=== block 1 ===
Fig. 1: block 1, layout detail
Window x 58 to 78, y 13 to 33 um. Cells in grey, sequential cells in the stronger grey; small squares are vias.
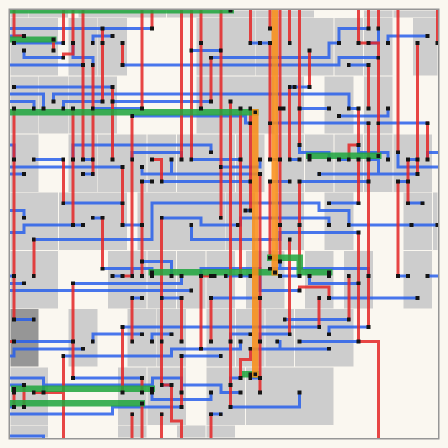

**src/rtl/uart_tx.sv**
```systemverilog
// uart_tx: asynchronous serial character transmitter.
// Takes bytes over a valid/ready handshake and sends each one LSB-first as
// start + 8 data + optional parity + stop bit(s) on a registered line output.
// tx_active is high for the whole frame and drives the RS-485 driver-enable.
//
// Ports:
//   clk       system clock
//   rst       asynchronous reset, active high
//   clk_div   clocks per bit (values below 2 act as 2), latched at accept
//   tx_data   byte to send, latched at accept
//   tx_valid  tx_data valid
//   tx_ready  byte can be accepted this cycle (idle, or last cycle of last stop bit)
//   tx        serial line output, idle high
//   tx_active frame in progress
module uart_tx #(
    parameter int DIV_WIDTH = 16,
    parameter int PARITY    = 1,   // 0 none, 1 even, 2 odd
    parameter int STOP_BITS = 1    // 1 or 2
) (
    input  logic                 clk,
    input  logic                 rst,
    input  logic [DIV_WIDTH-1:0] clk_div,
    input  logic [7:0]           tx_data,
    input  logic                 tx_valid,
    output logic                 tx_ready,
    output logic                 tx,
    output logic                 tx_active
);

    typedef enum logic [2:0] {IDLE, START, DATA, PAR, STOP} state_t;

    // Index of the final stop bit (stop counter is 0 or 1).
    localparam logic LAST_STOP = (STOP_BITS == 2);

    state_t               state;
    logic [DIV_WIDTH-1:0] per_m1;   // latched bit period minus one
    logic [DIV_WIDTH-1:0] cnt;      // cycles left in current bit, counts down to 0
    logic [2:0]           bitcnt;
    logic                 stopcnt;
    logic [7:0]           shreg;
    logic                 par_bit;

    logic                 accept;
    logic [DIV_WIDTH-1:0] div_m1;
    logic                 data_par;

    assign accept   = tx_valid & tx_ready;
    // A period below 2 is clamped to 2 so that every bit has a distinct
    // "second to last" cycle in which tx_ready can be raised.
    assign div_m1   = (clk_div < DIV_WIDTH'(2)) ? DIV_WIDTH'(1) : clk_div - DIV_WIDTH'(1);
    assign data_par = (PARITY == 2) ? ~(^tx_data) : ^tx_data;

    always_ff @(posedge clk or posedge rst) begin
        if (rst) begin
            state     <= IDLE;
            tx        <= 1'b1;
            tx_active <= 1'b0;
            tx_ready  <= 1'b1;
            per_m1    <= '0;
            cnt       <= '0;
            bitcnt    <= '0;
            stopcnt   <= 1'b0;
            shreg     <= '0;
            par_bit   <= 1'b0;
        end else if (accept) begin
            // tx_ready is only high in IDLE or the final stop cycle, so an
            // accept always starts a fresh frame with no gap.
            state     <= START;
            per_m1    <= div_m1;
            cnt       <= div_m1;
            shreg     <= tx_data;
            par_bit   <= data_par;
            tx        <= 1'b0;
            tx_active <= 1'b1;
            tx_ready  <= 1'b0;
        end else begin
            case (state)
                IDLE: ;
                START: begin
                    if (cnt != '0) begin
                        cnt <= cnt - DIV_WIDTH'(1);
                    end else begin
                        state  <= DATA;
                        cnt    <= per_m1;
                        bitcnt <= '0;
                        tx     <= shreg[0];
                        shreg  <= shreg >> 1;
                    end
                end
                DATA: begin
                    if (cnt != '0) begin
                        cnt <= cnt - DIV_WIDTH'(1);
                    end else if (bitcnt == 3'd7) begin
                        cnt     <= per_m1;
                        stopcnt <= 1'b0;
                        if (PARITY != 0) begin
                            state <= PAR;
                            tx    <= par_bit;
                        end else begin
                            state <= STOP;
                            tx    <= 1'b1;
                        end
                    end else begin
                        cnt    <= per_m1;
                        bitcnt <= bitcnt + 3'd1;
                        tx     <= shreg[0];
                        shreg  <= shreg >> 1;
                    end
                end
                PAR: begin
                    if (cnt != '0) begin
                        cnt <= cnt - DIV_WIDTH'(1);
                    end else begin
                        state   <= STOP;
                        cnt     <= per_m1;
                        stopcnt <= 1'b0;
                        tx      <= 1'b1;
                    end
                end
                STOP: begin
                    if (cnt != '0) begin
                        cnt <= cnt - DIV_WIDTH'(1);
                        // Registered ready: raise it one cycle early so it is
                        // high exactly in the final cycle of the last stop bit.
                        if (cnt == DIV_WIDTH'(1) && stopcnt == LAST_STOP)
                            tx_ready <= 1'b1;
                    end else if (stopcnt != LAST_STOP) begin
                        stopcnt <= 1'b1;
                        cnt     <= per_m1;
                    end else begin
                        state     <= IDLE;
                        tx        <= 1'b1;
                        tx_active <= 1'b0;
                    end
                end
                default: state <= IDLE;
            endcase
        end
    end

endmodule

```
**config.mk**
```make
export PLATFORM = sky130hd
export DESIGN_NAME = uart_tx
export DESIGN_NICKNAME = d
export VERILOG_FILES = /design/src/rtl/uart_tx.sv
export SDC_FILE = /design/constraint.sdc
export NUM_CORES = 1
export LEC_CHECK = 0
export ABC_AREA = 1
export CORE_MARGIN = 5
export CORE_UTILIZATION = 53
export CTS_BUF_LIST = sky130_fd_sc_hd__clkbuf_16
export DETAILED_ROUTE_END_ITERATION = 8
export PLACE_DENSITY_LB_ADDON = 0.15
export SLEW_MARGIN = 10
export SYNTH_ARGS = -nofsm -noshare
export SYNTH_HDL_FRONTEND = slang
export SYNTH_SLANG_ARGS = --single-unit
```
**constraint.sdc**
```tcl
create_clock -name clk -period 1.7 [get_ports clk]
set_input_delay 0.425 -clock clk [delete_from_list [all_inputs] [get_ports clk]]
set_output_delay 0.425 -clock clk [all_outputs]
set_load 0.01 [all_outputs]
```
=== block 2 ===
$ cat config.mk
export PLATFORM = sky130hd
export DESIGN_NAME = alu_arbiter
export DESIGN_NICKNAME = d
export VERILOG_FILES = /design/src/rtl/alu_pkg.sv /design/src/rtl/alu_unit.sv /design/src/rtl/alu_arbiter.sv
export SDC_FILE = /design/constraint.sdc
export NUM_CORES = 1
export LEC_CHECK = 0
export CORE_MARGIN = 2
export CORE_UTILIZATION = 55
export CTS_BUF_LIST = sky130_fd_sc_hd__clkbuf_8 sky130_fd_sc_hd__clkbuf_16
export CTS_CLUSTER_DIAMETER = 40
export DETAILED_ROUTE_END_ITERATION = 16
export DONT_BUFFER_PORTS = 1
export PLACE_DENSITY_LB_ADDON = 0.08
export SYNTH_ARGS = -nofsm -noshare
export SYNTH_HDL_FRONTEND = slang
export SYNTH_HIERARCHICAL = 1
export SYNTH_SLANG_ARGS = --single-unit
$ cat constraint.sdc
create_clock -name clk -period 3.8 [get_ports clk]
set_clock_uncertainty 0.1 [all_clocks]
set_input_delay 0.95 -clock clk [delete_from_list [all_inputs] [get_ports clk]]
set_output_delay 0.95 -clock clk [all_outputs]
set_load 0.05 [all_outputs]
$ cat src/rtl/alu_pkg.sv
`default_nettype none
// +--------------------------------------------------------------------------+
// | alu_pkg : opcode constants, widths and state type for the ALU arbiter    |
// | Revision: 1.0                                                            |
// +--------------------------------------------------------------------------+
package alu_pkg;

    localparam int OPW           = 3;
    localparam int DEFAULT_WIDTH = 32;

    localparam logic [OPW-1:0] OP_ADD = 3'b000;
    localparam logic [OPW-1:0] OP_SUB = 3'b001;
    localparam logic [OPW-1:0] OP_AND = 3'b010;
    localparam logic [OPW-1:0] OP_OR  = 3'b011;
    localparam logic [OPW-1:0] OP_SLT = 3'b100;

    typedef enum logic {
        ST_EMPTY = 1'b0,
        ST_FULL  = 1'b1
    } rsp_state_t;

    function automatic logic op_is_legal(input logic [OPW-1:0] op);
        return (op <= OP_SLT);
    endfunction

endpackage
`default_nettype wire

$ cat src/rtl/alu_unit.sv
`default_nettype none
// +--------------------------------------------------------------------------+
// | alu_unit : combinational ALU (ADD/SUB/AND/OR/signed SLT), zero flag      |
// | Revision: 1.0                                                            |
// +--------------------------------------------------------------------------+
module alu_unit
    import alu_pkg::*;
#(
    parameter int WIDTH = DEFAULT_WIDTH,
    parameter int OPW   = alu_pkg::OPW
) (
    input  logic [WIDTH-1:0] a,
    input  logic [WIDTH-1:0] b,
    input  logic [OPW-1:0]   alu_opcode,
    output logic [WIDTH-1:0] result,
    output logic             zero
);

    // Unassigned opcodes produce a zero result rather than X.
    always_comb begin
        result = '0;
        case (alu_opcode)
            OP_ADD:  result = a + b;
            OP_SUB:  result = a - b;
            OP_AND:  result = a & b;
            OP_OR:   result = a | b;
            OP_SLT:  result = {{(WIDTH-1){1'b0}}, ($signed(a) < $signed(b))};
            default: result = '0;
        endcase
    end

    assign zero = (result == '0);

endmodule
`default_nettype wire

$ cat src/rtl/alu_arbiter.sv
`default_nettype none
// +--------------------------------------------------------------------------+
// | alu_arbiter : two-port valid/ready arbiter sharing one alu_unit, with a  |
// | one-entry registered response. Optional macro: ALU_ARB_PERF_EN           |
// | Revision: 1.0                                                            |
// +--------------------------------------------------------------------------+
module alu_arbiter
    import alu_pkg::*;
#(
    parameter int WIDTH      = DEFAULT_WIDTH,
    parameter int OPW        = alu_pkg::OPW,
    parameter int FIXED_PRIO = 0
) (
    input  logic             clk,
    input  logic             rst_n,
    input  logic             req0_valid,
    output logic             req0_ready,
    input  logic [WIDTH-1:0] req0_a,
    input  logic [WIDTH-1:0] req0_b,
    input  logic [OPW-1:0]   req0_op,
    input  logic             req1_valid,
    output logic             req1_ready,
    input  logic [WIDTH-1:0] req1_a,
    input  logic [WIDTH-1:0] req1_b,
    input  logic [OPW-1:0]   req1_op,
    output logic             rsp_valid,
    input  logic             rsp_ready,
    output logic             rsp_id,
    output logic [WIDTH-1:0] rsp_result,
    output logic             rsp_zero,
    output logic             rsp_illegal
`ifdef ALU_ARB_PERF_EN
    ,
    output logic [31:0]      perf_grant0,
    output logic [31:0]      perf_grant1,
    output logic [31:0]      perf_stall
`endif
);

    rsp_state_t       state, state_next;
    logic             last_grant;
    logic             grant;
    logic             can_accept;
    logic             accept;
    logic [WIDTH-1:0] alu_a, alu_b, alu_result;
    logic [OPW-1:0]   alu_op;
    logic             alu_zero;

    // grant selects port 1 when high; contention resolves away from last_grant.
    always_comb begin
        grant = 1'b0;
        if (req0_valid && req1_valid) begin
            grant = (FIXED_PRIO != 0) ? 1'b0 : ~last_grant;
        end else if (req1_valid) begin
            grant = 1'b1;
        end
    end

    assign can_accept = (state == ST_EMPTY) || rsp_ready;
    assign req0_ready = can_accept && req0_valid && !grant;
    assign req1_ready = can_accept && req1_valid && grant;
    assign accept     = req0_ready || req1_ready;

    assign alu_a  = grant ? req1_a  : req0_a;
    assign alu_b  = grant ? req1_b  : req0_b;
    assign alu_op = grant ? req1_op : req0_op;

    alu_unit #(
        .WIDTH (WIDTH),
        .OPW   (OPW)
    ) u_alu (
        .a          (alu_a),
        .b          (alu_b),
        .alu_opcode (alu_op),
        .result     (alu_result),
        .zero       (alu_zero)
    );

    always_ff @(posedge clk or negedge rst_n) begin
        if (!rst_n) begin
            state <= ST_EMPTY;
        end else begin
            state <= state_next;
        end
    end

    always_comb begin
        state_next = state;
        case (state)
            ST_EMPTY: if (accept) state_next = ST_FULL;
            ST_FULL:  if (rsp_ready && !accept) state_next = ST_EMPTY;
            default:  state_next = ST_EMPTY;
        endcase
    end

    assign rsp_valid = (state == ST_FULL);

    always_ff @(posedge clk or negedge rst_n) begin
        if (!rst_n) begin
            rsp_id      <= 1'b0;
            rsp_result  <= '0;
            rsp_zero    <= 1'b0;
            rsp_illegal <= 1'b0;
            last_grant  <= 1'b1;
        end else if (accept) begin
            rsp_id      <= grant;
            rsp_result  <= alu_result;
            rsp_zero    <= alu_zero;
            rsp_illegal <= !op_is_legal(alu_op);
            last_grant  <= grant;
        end
    end

`ifdef ALU_ARB_PERF_EN
    logic stall;
    assign stall = (req0_valid && !req0_ready) || (req1_valid && !req1_ready);

    always_ff @(posedge clk or negedge rst_n) begin
        if (!rst_n) begin
            perf_grant0 <= '0;
            perf_grant1 <= '0;
            perf_stall  <= '0;
        end else begin
            if (req0_ready && (perf_grant0 != 32'hFFFF_FFFF)) perf_grant0 <= perf_grant0 + 32'd1;
            if (req1_ready && (perf_grant1 != 32'hFFFF_FFFF)) perf_grant1 <= perf_grant1 + 32'd1;
            if (stall && (perf_stall != 32'hFFFF_FFFF))       perf_stall  <= perf_stall + 32'd1;
        end
    end
`endif

endmodule
`default_nettype wire

Fig. 2: block 2, wiring by layer
Scale: 3 px per um.
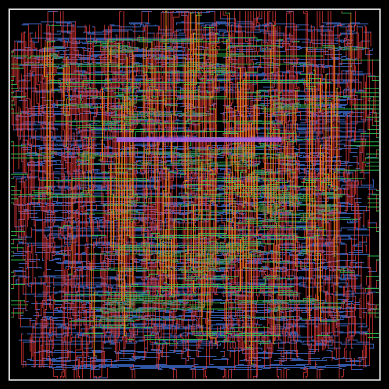
| colour | layer | wire length |
|---|---|---|
| blue | met1 | 12,800 um |
| green | met3 | 4,200 um |
| orange | met4 | 3,490 um |
| red | met2 | 17,100 um |
| purple | met5 | 53.4 um |

==> summary.txt, block 2 <==
run metrics: run status=finished with violations, violated checks=negative setup slack, Post-Layout Inst Area=12,300 um^2, Top Usage Layer GRT=met2, GRT met3 Usage=6.04%, top cells by count=ha_1 (105), mux2_2 (99), inv_1 (93), Met3 Routed Length=4200 um, routed length on met1=12,800 um, aggregate global routing overflow=0, Layout Area Growth over Synthesis=58.1%, Tap Cells=180, DIE AREA=15,200 um^2, Critical Path RT=3.94 ns, VDD IR max=0.256 mV, Post-Syn Area=7800 um^2, Setup WS post-layout=-1.09 ns, Netlist cell types=85, worst slew pin tran=0.959 ns, bufs w/o clock=377, Hold WC Path Type=primary input to async pin, Max-area cell class=combinational gates, Final setup viols=28, sequential power share=18.9%, post-synthesis cell count=996, Total Wirelength=37,600 um, NumNets Final=1,568
[block 2: final timing paths]
path	slack, ns	cells after the start	to	from
worst max register to register	-0.80	20	rsp_zero$_DFFE_PN0P_	last_grant$_DFFE_PN1P_
min in group clk	0.62	2	last_grant$_DFFE_PN1P_	last_grant$_DFFE_PN1P_
worst max-delay path	-1.09	20	rsp_zero$_DFFE_PN0P_	req1_valid
worst min register to register	0.62	2	last_grant$_DFFE_PN1P_	last_grant$_DFFE_PN1P_
worst min-delay path	0.24	0	rsp_result[19]$_DFFE_PN0P_	rst_n
max in group asynchronous	3.17	0	last_grant$_DFFE_PN1P_	rst_n
Fig. 3: block 1, congestion heat map
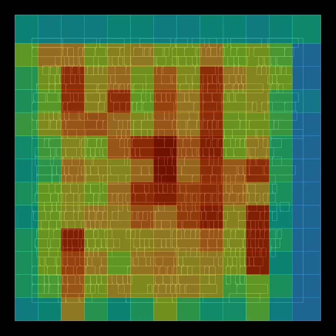
WL/cell: 14.4 um
GRT Resource Usage Total: 22.3%
GR Util met1: 30.6%
GR Util met2: 37.0%

About Fig. 1:
| colour | layer |
|---|---|
| orange | met4 |
| red | met2 |
| green | met3 |
| blue | met1 |
cells with their middle in the window: 54
sequential cells in the window: 0
most frequent: nand2_1 (23), nor2_1 (7), nand3_1 (6)

==> summary.txt, block 1 <==
run metrics: run status=complete, no violations, worst setup path end=cnt[14]$_DFFE_PP0P_, largest power group=sequential cells, top-count cell post-synth=nand2_1, CP startpoint=cnt[11]$_DFFE_PP0P_, Sequential Area=1260 um^2, Clk pwr share=42.2%, Top Layout Cells=nand2_1 (176), buf_4 (66), inv_1 (48), nand3_1 (48), dfrtp_1 (44), yosys stat area=3500 um^2, LEAKAGE=2.54 nW, max-slew violations=0, Final Hold Violating Endpoints=0, Post-Synth Adder-Cell Area=2.14%, CP arrival=1.87 ns, # DRC=0, Vias/cell=5.46, WS Path Type=flip-flop to flip-flop, via count=3,768, setup total negative slack=0 ns, P_int=1.88 mW
## block 1: routing by layer
layer / part of all wire (%) / wire length (um) / track usage [%]
met3: 6.6 / 650 / 2.89
met4: 1.7 / 170 / 6.36
met2: 49 / 4840 / 37.0
met1: 43 / 4250 / 30.6
met5: 0 / 0 / 0
## block 1: area by class of cell
class | instances | area share (%)
repair buffers | 100 | 18.8
well taps | 77 | 2.04
multi-input cells | 402 | 45.1
inverters | 53 | 4.21
clock inverters | 3 | 0.556
flip-flops and latches | 50 | 26.6
clock buffers | 5 | 2.65

==> gallery <==
The metal 4 layer.
shot_01.png
Scale: 4 px per um.
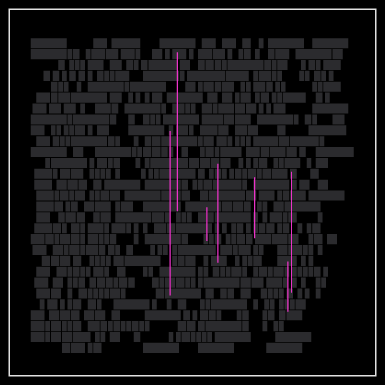
shot_02.png
Scale: 3 px per um.
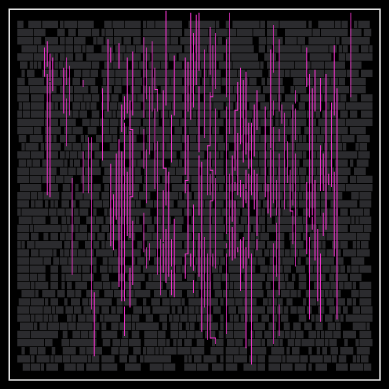
shot_01.png: block 1
shot_02.png: block 2


=== block 3 ===
$ cat src/rtl/uart_tx.sv
// uart_tx: 8-bit UART transmitter with optional parity, 1 or 2 stop bits and CTS-gated frame start
module uart_tx #(
  parameter int CLKS_PER_BIT = 217,
  parameter int PARITY_EN    = 0,
  parameter int PARITY_ODD   = 0,
  parameter int STOP_BITS    = 1,
  parameter int CTS_EN       = 1
) (
  input  logic       clk25,
  input  logic       rst_,
  input  logic       tx_valid,
  input  logic [7:0] tx_data,
  output logic       tx_ready,
  input  logic       cts_,
  output logic       txd,
  output logic       drv_ena_,
  output logic       busy
);
  typedef enum logic [2:0] {IDLE, START, DATA, PARITY, STOP} state_t;
  state_t      state;
  logic [15:0] cnt;
  logic [2:0]  idx;
  logic [7:0]  shreg;
  logic        sidx, par, run, cts_s1, cts_s2;
  logic        cts_ok, bit_end, last, accept;
  assign cts_ok   = (CTS_EN == 0) || !cts_s2;
  assign bit_end  = cnt == 16'd0;
  assign last     = state == STOP && bit_end && sidx == 1'(STOP_BITS - 1);
  assign tx_ready = run && cts_ok && (state == IDLE || last);
  assign accept   = tx_valid && tx_ready;
  always_ff @(posedge clk25) begin
    if (!rst_) begin
      state    <= IDLE;
      txd      <= 1'b1;
      busy     <= 1'b0;
      drv_ena_ <= 1'b1;
      cnt      <= 16'd0;
      idx      <= 3'd0;
      sidx     <= 1'b0;
      shreg    <= 8'd0;
      par      <= 1'b0;
      run      <= 1'b0;
      cts_s1   <= 1'b1;
      cts_s2   <= 1'b1;
    end else begin
      run    <= 1'b1;
      cts_s1 <= cts_;
      cts_s2 <= cts_s1;
      if (accept) begin
        state    <= START;
        txd      <= 1'b0;
        busy     <= 1'b1;
        drv_ena_ <= 1'b0;
        cnt      <= 16'(CLKS_PER_BIT - 1);
        idx      <= 3'd0;
        sidx     <= 1'b0;
        shreg    <= tx_data;
        par      <= ^tx_data ^ 1'(PARITY_ODD);
      end else if (state != IDLE) begin
        cnt <= bit_end ? 16'(CLKS_PER_BIT - 1) : cnt - 16'd1;
        if (bit_end)
          case (state)
            START: begin
              state <= DATA;
              txd   <= shreg[0];
            end
            DATA: begin
              idx <= idx + 3'd1;
              if (idx == 3'd7) begin
                state <= (PARITY_EN != 0) ? PARITY : STOP;
                txd   <= (PARITY_EN != 0) ? par : 1'b1;
              end else
                txd <= shreg[idx + 3'd1];
            end
            PARITY: begin
              state <= STOP;
              txd   <= 1'b1;
            end
            STOP: begin
              if (last) begin
                state    <= IDLE;
                busy     <= 1'b0;
                drv_ena_ <= 1'b1;
              end else
                sidx <= 1'b1;
            end
            default: state <= IDLE;
          endcase
      end
    end
  end
endmodule
$ cat config.mk
export PLATFORM = sky130hd
export DESIGN_NAME = uart_tx
export DESIGN_NICKNAME = d
export VERILOG_FILES = /design/src/rtl/uart_tx.sv
export SDC_FILE = /design/constraint.sdc
export NUM_CORES = 1
export LEC_CHECK = 0
export CAP_MARGIN = 5
export CORE_ASPECT_RATIO = 1.25
export CORE_UTILIZATION = 42
export DETAILED_ROUTE_END_ITERATION = 12
export GPL_TIMING_DRIVEN = 1
export HOLD_SLACK_MARGIN = 0.03
export SETUP_SLACK_MARGIN = 0.05
export SLEW_MARGIN = 20
export SYNTH_ARGS = -nofsm -noshare
export SYNTH_HDL_FRONTEND = slang
export SYNTH_SLANG_ARGS = --single-unit
export TNS_END_PERCENT = 10
$ cat constraint.sdc
create_clock -name clk25 -period 3.69 [get_ports clk25]
set_clock_uncertainty 0.15 [all_clocks]
set_input_delay 0.369 -clock clk25 [delete_from_list [all_inputs] [get_ports clk25]]
set_output_delay 0.369 -clock clk25 [all_outputs]
set_load 0.02 [all_outputs]
=== block 4 ===
[src/rtl/conv_pkg.sv]
// ---------------------------------------------------------------------------
// conv_pkg
// Shared definitions for the convolution sequencer:
//   - mode encoding constants (single / 2by2 / 3by3 / reserved)
//   - sequencer state enum
//   - single-mode 3x3 window base address table (4 windows over a 4x4 input)
//   - single-mode compute length
// ---------------------------------------------------------------------------
package conv_pkg;

  localparam logic [1:0] MODE_SINGLE = 2'd0;
  localparam logic [1:0] MODE_2BY2   = 2'd1;
  localparam logic [1:0] MODE_3BY3   = 2'd2;
  localparam logic [1:0] MODE_RSVD   = 2'd3;

  // Four 3x3 windows, nine taps each.
  localparam logic [5:0] SINGLE_LAST_K = 6'd35;

  typedef enum logic [2:0] {
    IDLE    = 3'd0,
    COMPUTE = 3'd1,
    DRAIN   = 3'd2,
    READ    = 3'd3,
    FINISH  = 3'd4
  } state_t;

  // Top-left element of each 3x3 window inside the row-major 4x4 input.
  localparam logic [4:0] WIN_BASE [4] = '{5'd0, 5'd1, 5'd4, 5'd5};

endpackage

[src/rtl/conv_addr_gen.sv]
// ---------------------------------------------------------------------------
// conv_addr_gen
// Combinational address generator: maps the tap counter k to array addresses
// and result-buffer write enables. The parent registers the outputs.
// Ports:
//   active       in  1  high while the sequencer is in its compute phase
//   mode         in  2  job mode (conv_pkg MODE_*)
//   k            in  6  tap counter
//   input_addr   out 5  input array address
//   filter_addr  out 5  filter array address
//   buffer_we    out 4  result buffer write enables, bit 0 = C11
// Single mode walks four 3x3 windows: window w = k/9, tap t = k%9,
// input address = base[w] + row(t)*4 + col(t), filter address = t, and the
// window's buffer write enable fires on its last tap (t == 8).
// ---------------------------------------------------------------------------
module conv_addr_gen
  import conv_pkg::*;
(
  input  logic       active,
  input  logic [1:0] mode,
  input  logic [5:0] k,
  output logic [4:0] input_addr,
  output logic [4:0] filter_addr,
  output logic [3:0] buffer_we
);

  logic [1:0] win_s;
  logic [3:0] tap_s;
  logic [1:0] row_s;
  logic [1:0] col_s;

  // Split k into window / row / column using compares instead of dividers.
  always_comb begin
    if (k >= 6'd27) begin
      win_s = 2'd3;
    end else if (k >= 6'd18) begin
      win_s = 2'd2;
    end else if (k >= 6'd9) begin
      win_s = 2'd1;
    end else begin
      win_s = 2'd0;
    end
    // Truncation is intentional: the remainder is always below 9 in range.
    tap_s = 4'(k - (6'(win_s) * 6'd9));
    if (tap_s >= 4'd6) begin
      row_s = 2'd2;
    end else if (tap_s >= 4'd3) begin
      row_s = 2'd1;
    end else begin
      row_s = 2'd0;
    end
    col_s = 2'(tap_s - (4'(row_s) * 4'd3));
  end

  // Mode-dependent address and write-enable selection.
  always_comb begin
    input_addr  = 5'd0;
    filter_addr = 5'd0;
    buffer_we   = 4'b0000;
    if (active) begin
      case (mode)
        MODE_SINGLE: begin
          input_addr  = WIN_BASE[win_s] + {1'b0, row_s, 2'b00} + {3'b000, col_s};
          filter_addr = {1'b0, tap_s};
          if (tap_s == 4'd8) begin
            buffer_we = 4'b0001 << win_s;
          end else begin
            buffer_we = 4'b0000;
          end
        end
        MODE_2BY2, MODE_3BY3: begin
          input_addr  = k[4:0];
          filter_addr = k[4:0];
          buffer_we   = 4'b0000;
        end
        default: begin
          input_addr  = 5'd0;
          filter_addr = 5'd0;
          buffer_we   = 4'b0000;
        end
      endcase
    end else begin
      input_addr  = 5'd0;
      filter_addr = 5'd0;
      buffer_we   = 4'b0000;
    end
  end

endmodule

[src/rtl/conv_sequencer.sv]
// ---------------------------------------------------------------------------
// conv_sequencer
// Job sequencer for a small systolic convolution datapath. A job runs
// IDLE -> COMPUTE -> DRAIN -> READ -> FINISH -> IDLE, generating array
// addresses during COMPUTE, flushing the array during DRAIN, reading the
// four result words during READ and pulsing done in FINISH.
// Optional feature macro: CONV_SEQ_ABORT_EN adds the abort input.
// Ports:
//   clk               in  1       clock
//   rst               in  1       synchronous active-high reset
//   start             in  1       begin a job (accepted only in IDLE)
//   mode              in  2       0 single, 1 2by2, 2 3by3, 3 reserved
//   abort             in  1       (CONV_SEQ_ABORT_EN only) cancel the job
//   sys_en            out 1       datapath enable
//   input_addr        out 5       input array address
//   filter_addr       out 5       filter array address
//   buffer_we         out 4       result buffer write enables, bit 0 = C11
//   buffer_read_addr  out 2       result buffer read address
//   result_in         in  DATA_W  result buffer read data
//   result_out        out DATA_W  captured result
//   result_valid      out 1       result_out strobe
//   busy              out 1       job in progress
//   done              out 1       one-cycle completion pulse
// Every output is a flop loaded from next-state values, so outputs belong to
// the state they are shown in. result_in is taken to reflect the read
// address presented in the same cycle; it is captured on the following edge,
// which puts the fourth strobe on the FINISH cycle.
// ---------------------------------------------------------------------------
module conv_sequencer
  import conv_pkg::*;
#(
  parameter int DATA_W    = 8,
  parameter int DRAIN_LEN = 4,
  parameter int LEN_2BY2  = 18,
  parameter int LEN_3BY3  = 12
) (
  input  logic              clk,
  input  logic              rst,
  input  logic              start,
  input  logic [1:0]        mode,
`ifdef CONV_SEQ_ABORT_EN
  input  logic              abort,
`endif
  output logic              sys_en,
  output logic [4:0]        input_addr,
  output logic [4:0]        filter_addr,
  output logic [3:0]        buffer_we,
  output logic [1:0]        buffer_read_addr,
  input  logic [DATA_W-1:0] result_in,
  output logic [DATA_W-1:0] result_out,
  output logic              result_valid,
  output logic              busy,
  output logic              done
);

  localparam logic [5:0] DRAIN_LAST = 6'(DRAIN_LEN - 1);
  localparam logic [5:0] READ_LAST  = 6'd3;

  state_t      state_r;
  state_t      state_nx;
  logic [5:0]  cnt_r;
  logic [5:0]  cnt_nx;
  logic [1:0]  mode_r;
  logic [1:0]  mode_nx;
  logic [5:0]  last_k_s;

  logic        sys_en_r;
  logic [4:0]  input_addr_r;
  logic [4:0]  filter_addr_r;
  logic [3:0]  buffer_we_r;
  logic [1:0]  buffer_read_addr_r;
  logic [DATA_W-1:0] result_out_r;
  logic        result_valid_r;
  logic        busy_r;
  logic        done_r;

  logic [4:0]  ag_input_addr_s;
  logic [4:0]  ag_filter_addr_s;
  logic [3:0]  ag_buffer_we_s;

  // Last COMPUTE count for the latched mode.
  always_comb begin
    case (mode_r)
      MODE_SINGLE: last_k_s = SINGLE_LAST_K;
      MODE_2BY2:   last_k_s = 6'(LEN_2BY2 - 1);
      MODE_3BY3:   last_k_s = 6'(LEN_3BY3 - 1);
      default:     last_k_s = 6'd0;
    endcase
  end

  // Next-state logic; one shared counter is reused as k, drain and read index.
  always_comb begin
    state_nx = state_r;
    cnt_nx   = cnt_r;
    mode_nx  = mode_r;
    case (state_r)
      IDLE: begin
        if (start && (mode != MODE_RSVD)) begin
          state_nx = COMPUTE;
          cnt_nx   = 6'd0;
          mode_nx  = mode;
        end else begin
          state_nx = IDLE;
          cnt_nx   = 6'd0;
        end
      end
      COMPUTE: begin
        if (cnt_r == last_k_s) begin
          state_nx = DRAIN;
          cnt_nx   = 6'd0;
        end else begin
          cnt_nx   = cnt_r + 6'd1;
        end
      end
      DRAIN: begin
        if (cnt_r == DRAIN_LAST) begin
          state_nx = READ;
          cnt_nx   = 6'd0;
        end else begin
          cnt_nx   = cnt_r + 6'd1;
        end
      end
      READ: begin
        if (cnt_r == READ_LAST) begin
          state_nx = FINISH;
          cnt_nx   = 6'd0;
        end else begin
          cnt_nx   = cnt_r + 6'd1;
        end
      end
      FINISH: begin
        state_nx = IDLE;
        cnt_nx   = 6'd0;
      end
      default: begin
        state_nx = IDLE;
        cnt_nx   = 6'd0;
      end
    endcase
`ifdef CONV_SEQ_ABORT_EN
    if (abort && (state_r != IDLE)) begin
      state_nx = IDLE;
      cnt_nx   = 6'd0;
    end else begin
      state_nx = state_nx;
    end
`endif
  end

  conv_addr_gen u_addr_gen (
    .active      (state_nx == COMPUTE),
    .mode        (mode_nx),
    .k           (cnt_nx),
    .input_addr  (ag_input_addr_s),
    .filter_addr (ag_filter_addr_s),
    .buffer_we   (ag_buffer_we_s)
  );

  // State, counter and registered outputs.
  always_ff @(posedge clk) begin
    if (rst) begin
      state_r            <= IDLE;
      cnt_r              <= 6'd0;
      mode_r             <= 2'd0;
      sys_en_r           <= 1'b0;
      input_addr_r       <= 5'd0;
      filter_addr_r      <= 5'd0;
      buffer_we_r        <= 4'b0000;
      buffer_read_addr_r <= 2'd0;
      result_out_r       <= '0;
      result_valid_r     <= 1'b0;
      busy_r             <= 1'b0;
      done_r             <= 1'b0;
    end else begin
      state_r            <= state_nx;
      cnt_r              <= cnt_nx;
      mode_r             <= mode_nx;
      sys_en_r           <= (state_nx == COMPUTE) || (state_nx == DRAIN);
      input_addr_r       <= ag_input_addr_s;
      filter_addr_r      <= ag_filter_addr_s;
      buffer_we_r        <= ag_buffer_we_s;
      buffer_read_addr_r <= (state_nx == READ) ? cnt_nx[1:0] : 2'd0;
      busy_r             <= (state_nx != IDLE);
      done_r             <= (state_nx == FINISH);
      // Capture the word for the address shown this cycle; an abort out of
      // READ lands in IDLE and so drops the strobe.
      if ((state_r == READ) && (state_nx != IDLE)) begin
        result_out_r   <= result_in;
        result_valid_r <= 1'b1;
      end else begin
        result_out_r   <= '0;
        result_valid_r <= 1'b0;
      end
    end
  end

  assign sys_en           = sys_en_r;
  assign input_addr       = input_addr_r;
  assign filter_addr      = filter_addr_r;
  assign buffer_we        = buffer_we_r;
  assign buffer_read_addr = buffer_read_addr_r;
  assign result_out       = result_out_r;
  assign result_valid     = result_valid_r;
  assign busy             = busy_r;
  assign done             = done_r;

endmodule

[config.mk]
export PLATFORM = sky130hd
export DESIGN_NAME = conv_sequencer
export DESIGN_NICKNAME = d
export VERILOG_FILES = /design/src/rtl/conv_pkg.sv /design/src/rtl/conv_addr_gen.sv /design/src/rtl/conv_sequencer.sv
export SDC_FILE = /design/constraint.sdc
export NUM_CORES = 1
export LEC_CHECK = 0
export CAP_MARGIN = 10
export CORE_MARGIN = 4
export CORE_UTILIZATION = 40
export DETAILED_ROUTE_END_ITERATION = 16
export MAX_ROUTING_LAYER = met4
export PLACE_DENSITY = 0.75
export SLEW_MARGIN = 20
export SYNTH_ARGS = -nofsm -noshare
export SYNTH_HDL_FRONTEND = slang
export SYNTH_SLANG_ARGS = --single-unit
[constraint.sdc]
create_clock -name clk -period 7.05 [get_ports clk]
set_input_delay 2.115 -clock clk [delete_from_list [all_inputs] [get_ports clk]]
set_output_delay 2.115 -clock clk [all_outputs]
set_load 0.005 [all_outputs]
=== block 5 ===
[config.mk]
export PLATFORM = sky130hd
export DESIGN_NAME = univ_reg
export DESIGN_NICKNAME = d
export VERILOG_FILES = /design/src/rtl/univ_reg.sv
export SDC_FILE = /design/constraint.sdc
export NUM_CORES = 1
export LEC_CHECK = 0
export ABC_AREA = 1
export ABC_CLOCK_PERIOD_IN_PS = 1800
export CORE_MARGIN = 2
export CORE_UTILIZATION = 46
export DETAILED_ROUTE_END_ITERATION = 10
export HOLD_SLACK_MARGIN = 0.08
export PLACE_DENSITY_LB_ADDON = 0.08
export SLEW_MARGIN = 20
export SYNTH_ARGS = -nofsm -noshare
export SYNTH_HDL_FRONTEND = slang
export SYNTH_SLANG_ARGS = --single-unit
[constraint.sdc]
create_clock -name clk -period 1.8 [get_ports clk]
set_input_delay 0.36 -clock clk [delete_from_list [all_inputs] [get_ports clk]]
set_output_delay 0.36 -clock clk [all_outputs]
set_load 0.03 [all_outputs]
[src/rtl/univ_reg.sv]
// Parametrised universal register: parallel load, logical shift and rotate in both
// directions, synchronous clear and hold, plus a saturating shift counter with word_done.
module univ_reg #(
    parameter int               WIDTH     = 4,
    parameter logic [WIDTH-1:0] RESET_VAL = '0,
    parameter int               CNT_W     = 8
) (
    input  logic             clk,
    input  logic             reset,
    input  logic [2:0]       mode,
    input  logic [WIDTH-1:0] d,
    input  logic             sin_l,
    input  logic             sin_r,
    output logic [WIDTH-1:0] q,
    output logic             sout_l,
    output logic             sout_r,
    output logic [CNT_W-1:0] shift_cnt,
    output logic             word_done
);

    typedef enum logic [2:0] {
        MODE_HOLD  = 3'b000,
        MODE_LOAD  = 3'b001,
        MODE_SHL   = 3'b010,
        MODE_SHR   = 3'b011,
        MODE_ROL   = 3'b100,
        MODE_ROR   = 3'b101,
        MODE_CLEAR = 3'b110,
        MODE_RSVD  = 3'b111
    } mode_e;

    localparam logic [CNT_W-1:0] CNT_MAX  = {CNT_W{1'b1}};
    localparam logic [CNT_W-1:0] CNT_LAST = CNT_W'(WIDTH - 1);

    mode_e            mode_sel;
    logic [WIDTH-1:0] q_q, q_d;
    logic [CNT_W-1:0] cnt_q, cnt_d;
    logic             word_done_q, word_done_d;
    logic             is_shift;

    assign mode_sel = mode_e'(mode);

    always_comb begin
        // NOTE: every output of this block gets a default first, so no path can infer a latch.
        q_d         = q_q;
        cnt_d       = cnt_q;
        word_done_d = 1'b0;
        is_shift    = 1'b0;

        case (mode_sel)
            MODE_LOAD: begin
                q_d   = d;
                cnt_d = '0;
            end
            MODE_SHL: begin
                q_d      = {q_q[WIDTH-2:0], sin_l};
                is_shift = 1'b1;
            end
            MODE_SHR: begin
                q_d      = {sin_r, q_q[WIDTH-1:1]};
                is_shift = 1'b1;
            end
            MODE_ROL: begin
                q_d      = {q_q[WIDTH-2:0], q_q[WIDTH-1]};
                is_shift = 1'b1;
            end
            MODE_ROR: begin
                q_d      = {q_q[0], q_q[WIDTH-1:1]};
                is_shift = 1'b1;
            end
            MODE_CLEAR: begin
                q_d   = RESET_VAL;
                cnt_d = '0;
            end
            default: ; // hold, reserved and unknown modes keep state
        endcase

        // Pulse only on the WIDTH-1 -> WIDTH step; the counter saturates instead of wrapping.
        if (is_shift) begin
            word_done_d = (cnt_q == CNT_LAST);
            if (cnt_q != CNT_MAX) begin
                cnt_d = cnt_q + CNT_W'(1);
            end
        end
    end

    always_ff @(posedge clk or negedge reset) begin
        if (!reset) begin
            q_q         <= RESET_VAL;
            cnt_q       <= '0;
            word_done_q <= 1'b0;
        end else begin
            // NOTE: sequential state uses non-blocking assignments so all flops update together.
            q_q         <= q_d;
            cnt_q       <= cnt_d;
            word_done_q <= word_done_d;
        end
    end

    assign q         = q_q;
    assign sout_l    = q_q[WIDTH-1];
    assign sout_r    = q_q[0];
    assign shift_cnt = cnt_q;
    assign word_done = word_done_q;

endmodule


==> notes/layouts.md <==
Pictures saved along the way, in no particular order.

Congestion heat map.
image #1
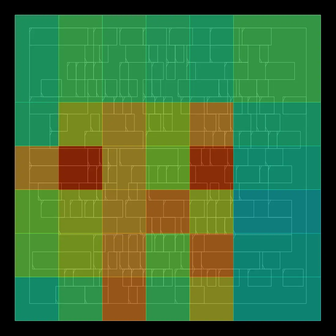
image #2
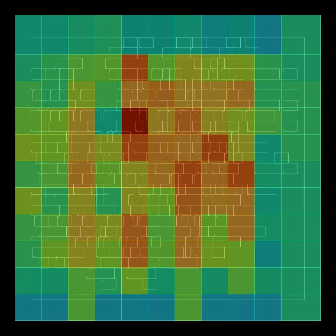
image #3
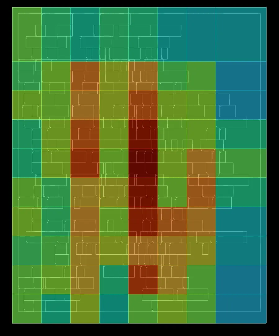
block 5: image #1
block 3: image #3
block 4: image #2
- highest track usage: image #1

Fig. 4: block 5, register map, names as in the netlist
Scale: 10 px per um. Other sequential cells in the stronger grey, the rest of the logic in the fainter grey.
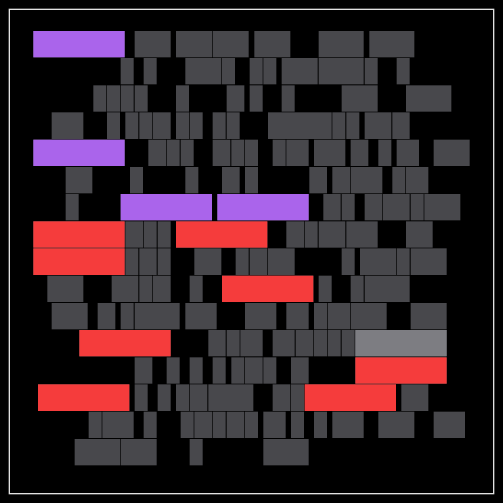
| colour | netlist name | sequential cells |
|---|---|---|
| purple | q | 4 |
| red | shift_cnt | 8 |
post-layout util: 65.9%
Seq group: 466 uW

==> summary.txt, block 5 <==
run metrics: clock sink total=13, final antenna-violating net count=0, cell count after placement=186, max-slew violations=0, syn nets=144, setup bufs post-CTS=0, global-route wire length before repair=3440 um, Post-synth seq share=36.1%, async set or reset register ratio after synthesis=100%, crit end category=primary output, Clk. pwr=180 uW, Post-Syn Area=902 um^2, clk_skew=0.0129 ns, run status=complete, no violations, Post-Synth Adder-Cell Area=2.77%, XORs/XNORs by Area=2.91%, Critical Path RT=1.44 ns
[block 5: metal layers]
| metal | vias to the layer above | routed length (um) | global-route usage, % |
|---|---|---|---|
| li1 | 485 | - | - |
| met1 | 426 | 1040 | 31.7 |
| met2 | 25 | 907 | 30.3 |
| met3 | 2 | 112 | 5.93 |
| met4 | 0 | 18 | 4.86 |
| met5 | - | 0 | 0 |
[block 5: what timing repair did]
item                                    in CTS  in global routing
endpoints found under the setup margin       2                  7
gates resized                                2                  7
pin swaps                                    0                  0
Fig. 5: block 4, layout detail
Window x 49 to 69, y 10 to 30 um. Cells in grey, sequential cells in the stronger grey; small squares are vias.
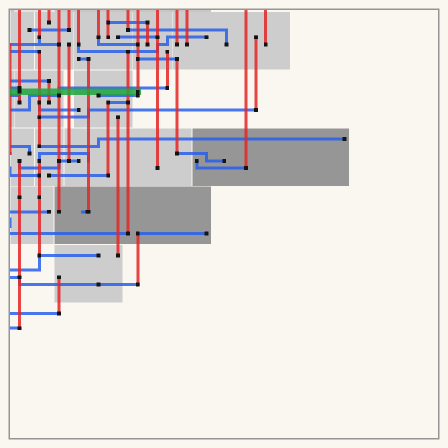
| colour | layer |
|---|---|
| green | met3 |
| blue | met1 |
| red | met2 |
cells with their middle in the window: 12
netlist names of flops here include: cnt_r (2)
sequential cells in the window: 2
most frequent: dfxtp_1 (2)

==> summary.txt, block 4 <==
run metrics: # DRC=0, clk latency late pin=0.28 ns, routed length on met1=2120 um, drt first pass iters=4, fraction of area in registers=30.6%, top-count cell post-synth=dfxtp_1, Critical Path RT=7.23 ns, hold path startpoint=state_r[2]$_SDFF_PP0_, CTS tree=yes, clk root buf=clkbuf_8, WS Path Type=flip-flop to flip-flop, vias in the first global route=1,649, run status=complete, no violations, Slew headroom=43.5%, worst setup path end=input_addr[4]$_SDFF_PP0_, # fillers=469, Cell Area, Placed=2470 um^2, sw frac=26.4%, WP buf/inv=2, Max-area cell class=combinational gates, global-route wire length before repair=7830 um, most used logic cell in the final layout=clkdlybuf4s50_1, CP startpoint=cnt_r[0]$_SDFF_PP0_
-- block 4: cells by family (layout without fill, tap and decap cells) --
logic type / count (synthesis) / in the layout / synth area share [%]
and+or+nand+nor: 91 / 91 / 24.8
muxes: 4 / 4 / 2.28
xor gates and xnor gates: 13 / 13 / 6.35
DFF: 39 / 39 / 38.5
buffers and inverters: 23 / 59 / 4.50
AOI/OAI and AO/OA: 45 / 45 / 17.0
adders and majority gates: 10 / 10 / 6.54
Fig. 6: block 3, layout detail
Window x 35 to 55, y 9 to 29 um. Cells in grey, sequential cells in the stronger grey; small squares are vias.
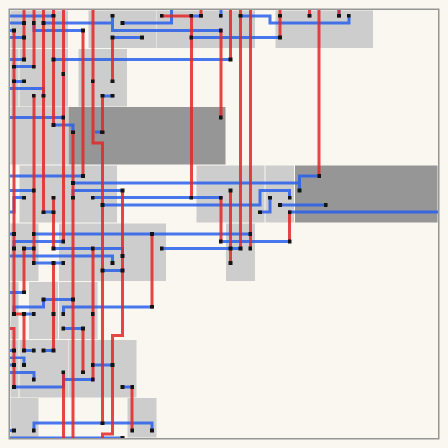
| colour | layer |
|---|---|
| blue | met1 |
| red | met2 |
most frequent: nor2_1 (4), nor4_2 (3), xnor2_1 (3)
cells with their middle in the window: 21
sequential cells in the window: 2
netlist names of flops here include: cnt (2)

Fig. 7: block 3, wiring by layer
Scale: 4 px per um.
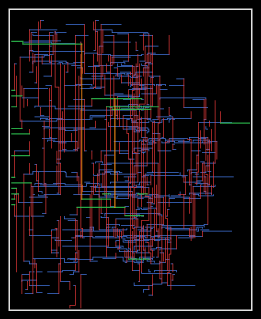
| colour | layer | wire length |
|---|---|---|
| green | met3 | 119 um |
| orange | met4 | 66.0 um |
| blue | met1 | 1,450 um |
| red | met2 | 1,850 um |
GRT Resource Usage Total: 17.9%
WL/cell: 13.3 um

==> summary.txt, block 3 <==
run metrics: run status=complete, no violations, hold path startpoint=cts_s1$_SDFF_PN1_, # DRC=0, Clk. pwr=357 uW, Vias/cell=5.26, DP HPWL=2620 um, number of enable flip-flop cells=0, Die Ht=74.8 um, Final Non-Filler Cells=262, via count=1,377, P_int=696 uW, Final Hold Violating Endpoints=0, GR Util met1=19.9%, syn nets=205, crit-path most repeated cell=nor2_1, Layout Area Growth over Synthesis=17.7%
==> block 3: cell type report <==
type / instances / area [um^2]
clock buffers: 7 / 86.3
clock inverters: 1 / 30.0
fillers: 394 / 1970
inverters: 5 / 18.8
multi-input cells: 138 / 980
flip-flops and latches: 37 / 741
well taps: 56 / 70.1
repair buffers: 18 / 173
==> block 3: stage by stage <==
step,setup slack [ns],hold WS [ns]
4_1_cts,0.537,0.271
3_5_place_dp,0.881,0.250
6_report,0.550,0.270
5_1_grt,0.318,0.314
2_1_floorplan,1.20,0.236
3_3_place_gp,0.949,0.251


==> notes/layouts.md <==
Pictures saved along the way, in no particular order.

Clock wires, drivers and flops.
Plate I
Scale: 6 px per um.
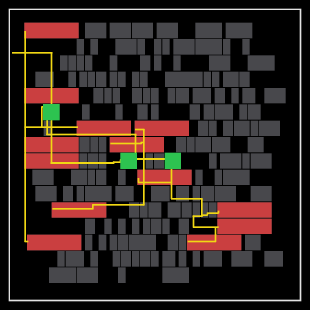
Plate II
Scale: 4 px per um.
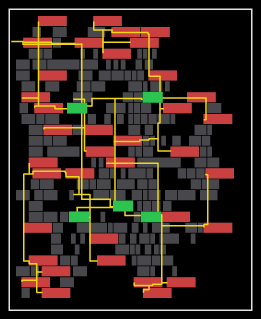
Plate III
Scale: 3 px per um.
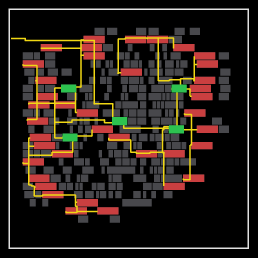
Plate IV
Scale: 2 px per um.
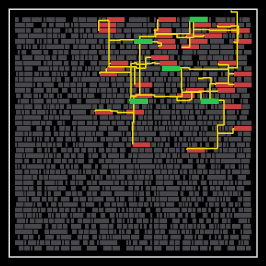
Plate V
Scale: 3 px per um.
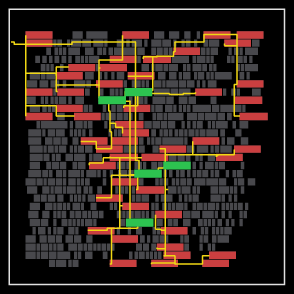
Plate III: block 4
Plate I: block 5
Plate IV: block 2
Plate V: block 1
Plate II: block 3
The one with the most sequential cells is Plate V.

No activity file was given, so power comes from the tool's default toggle rates.
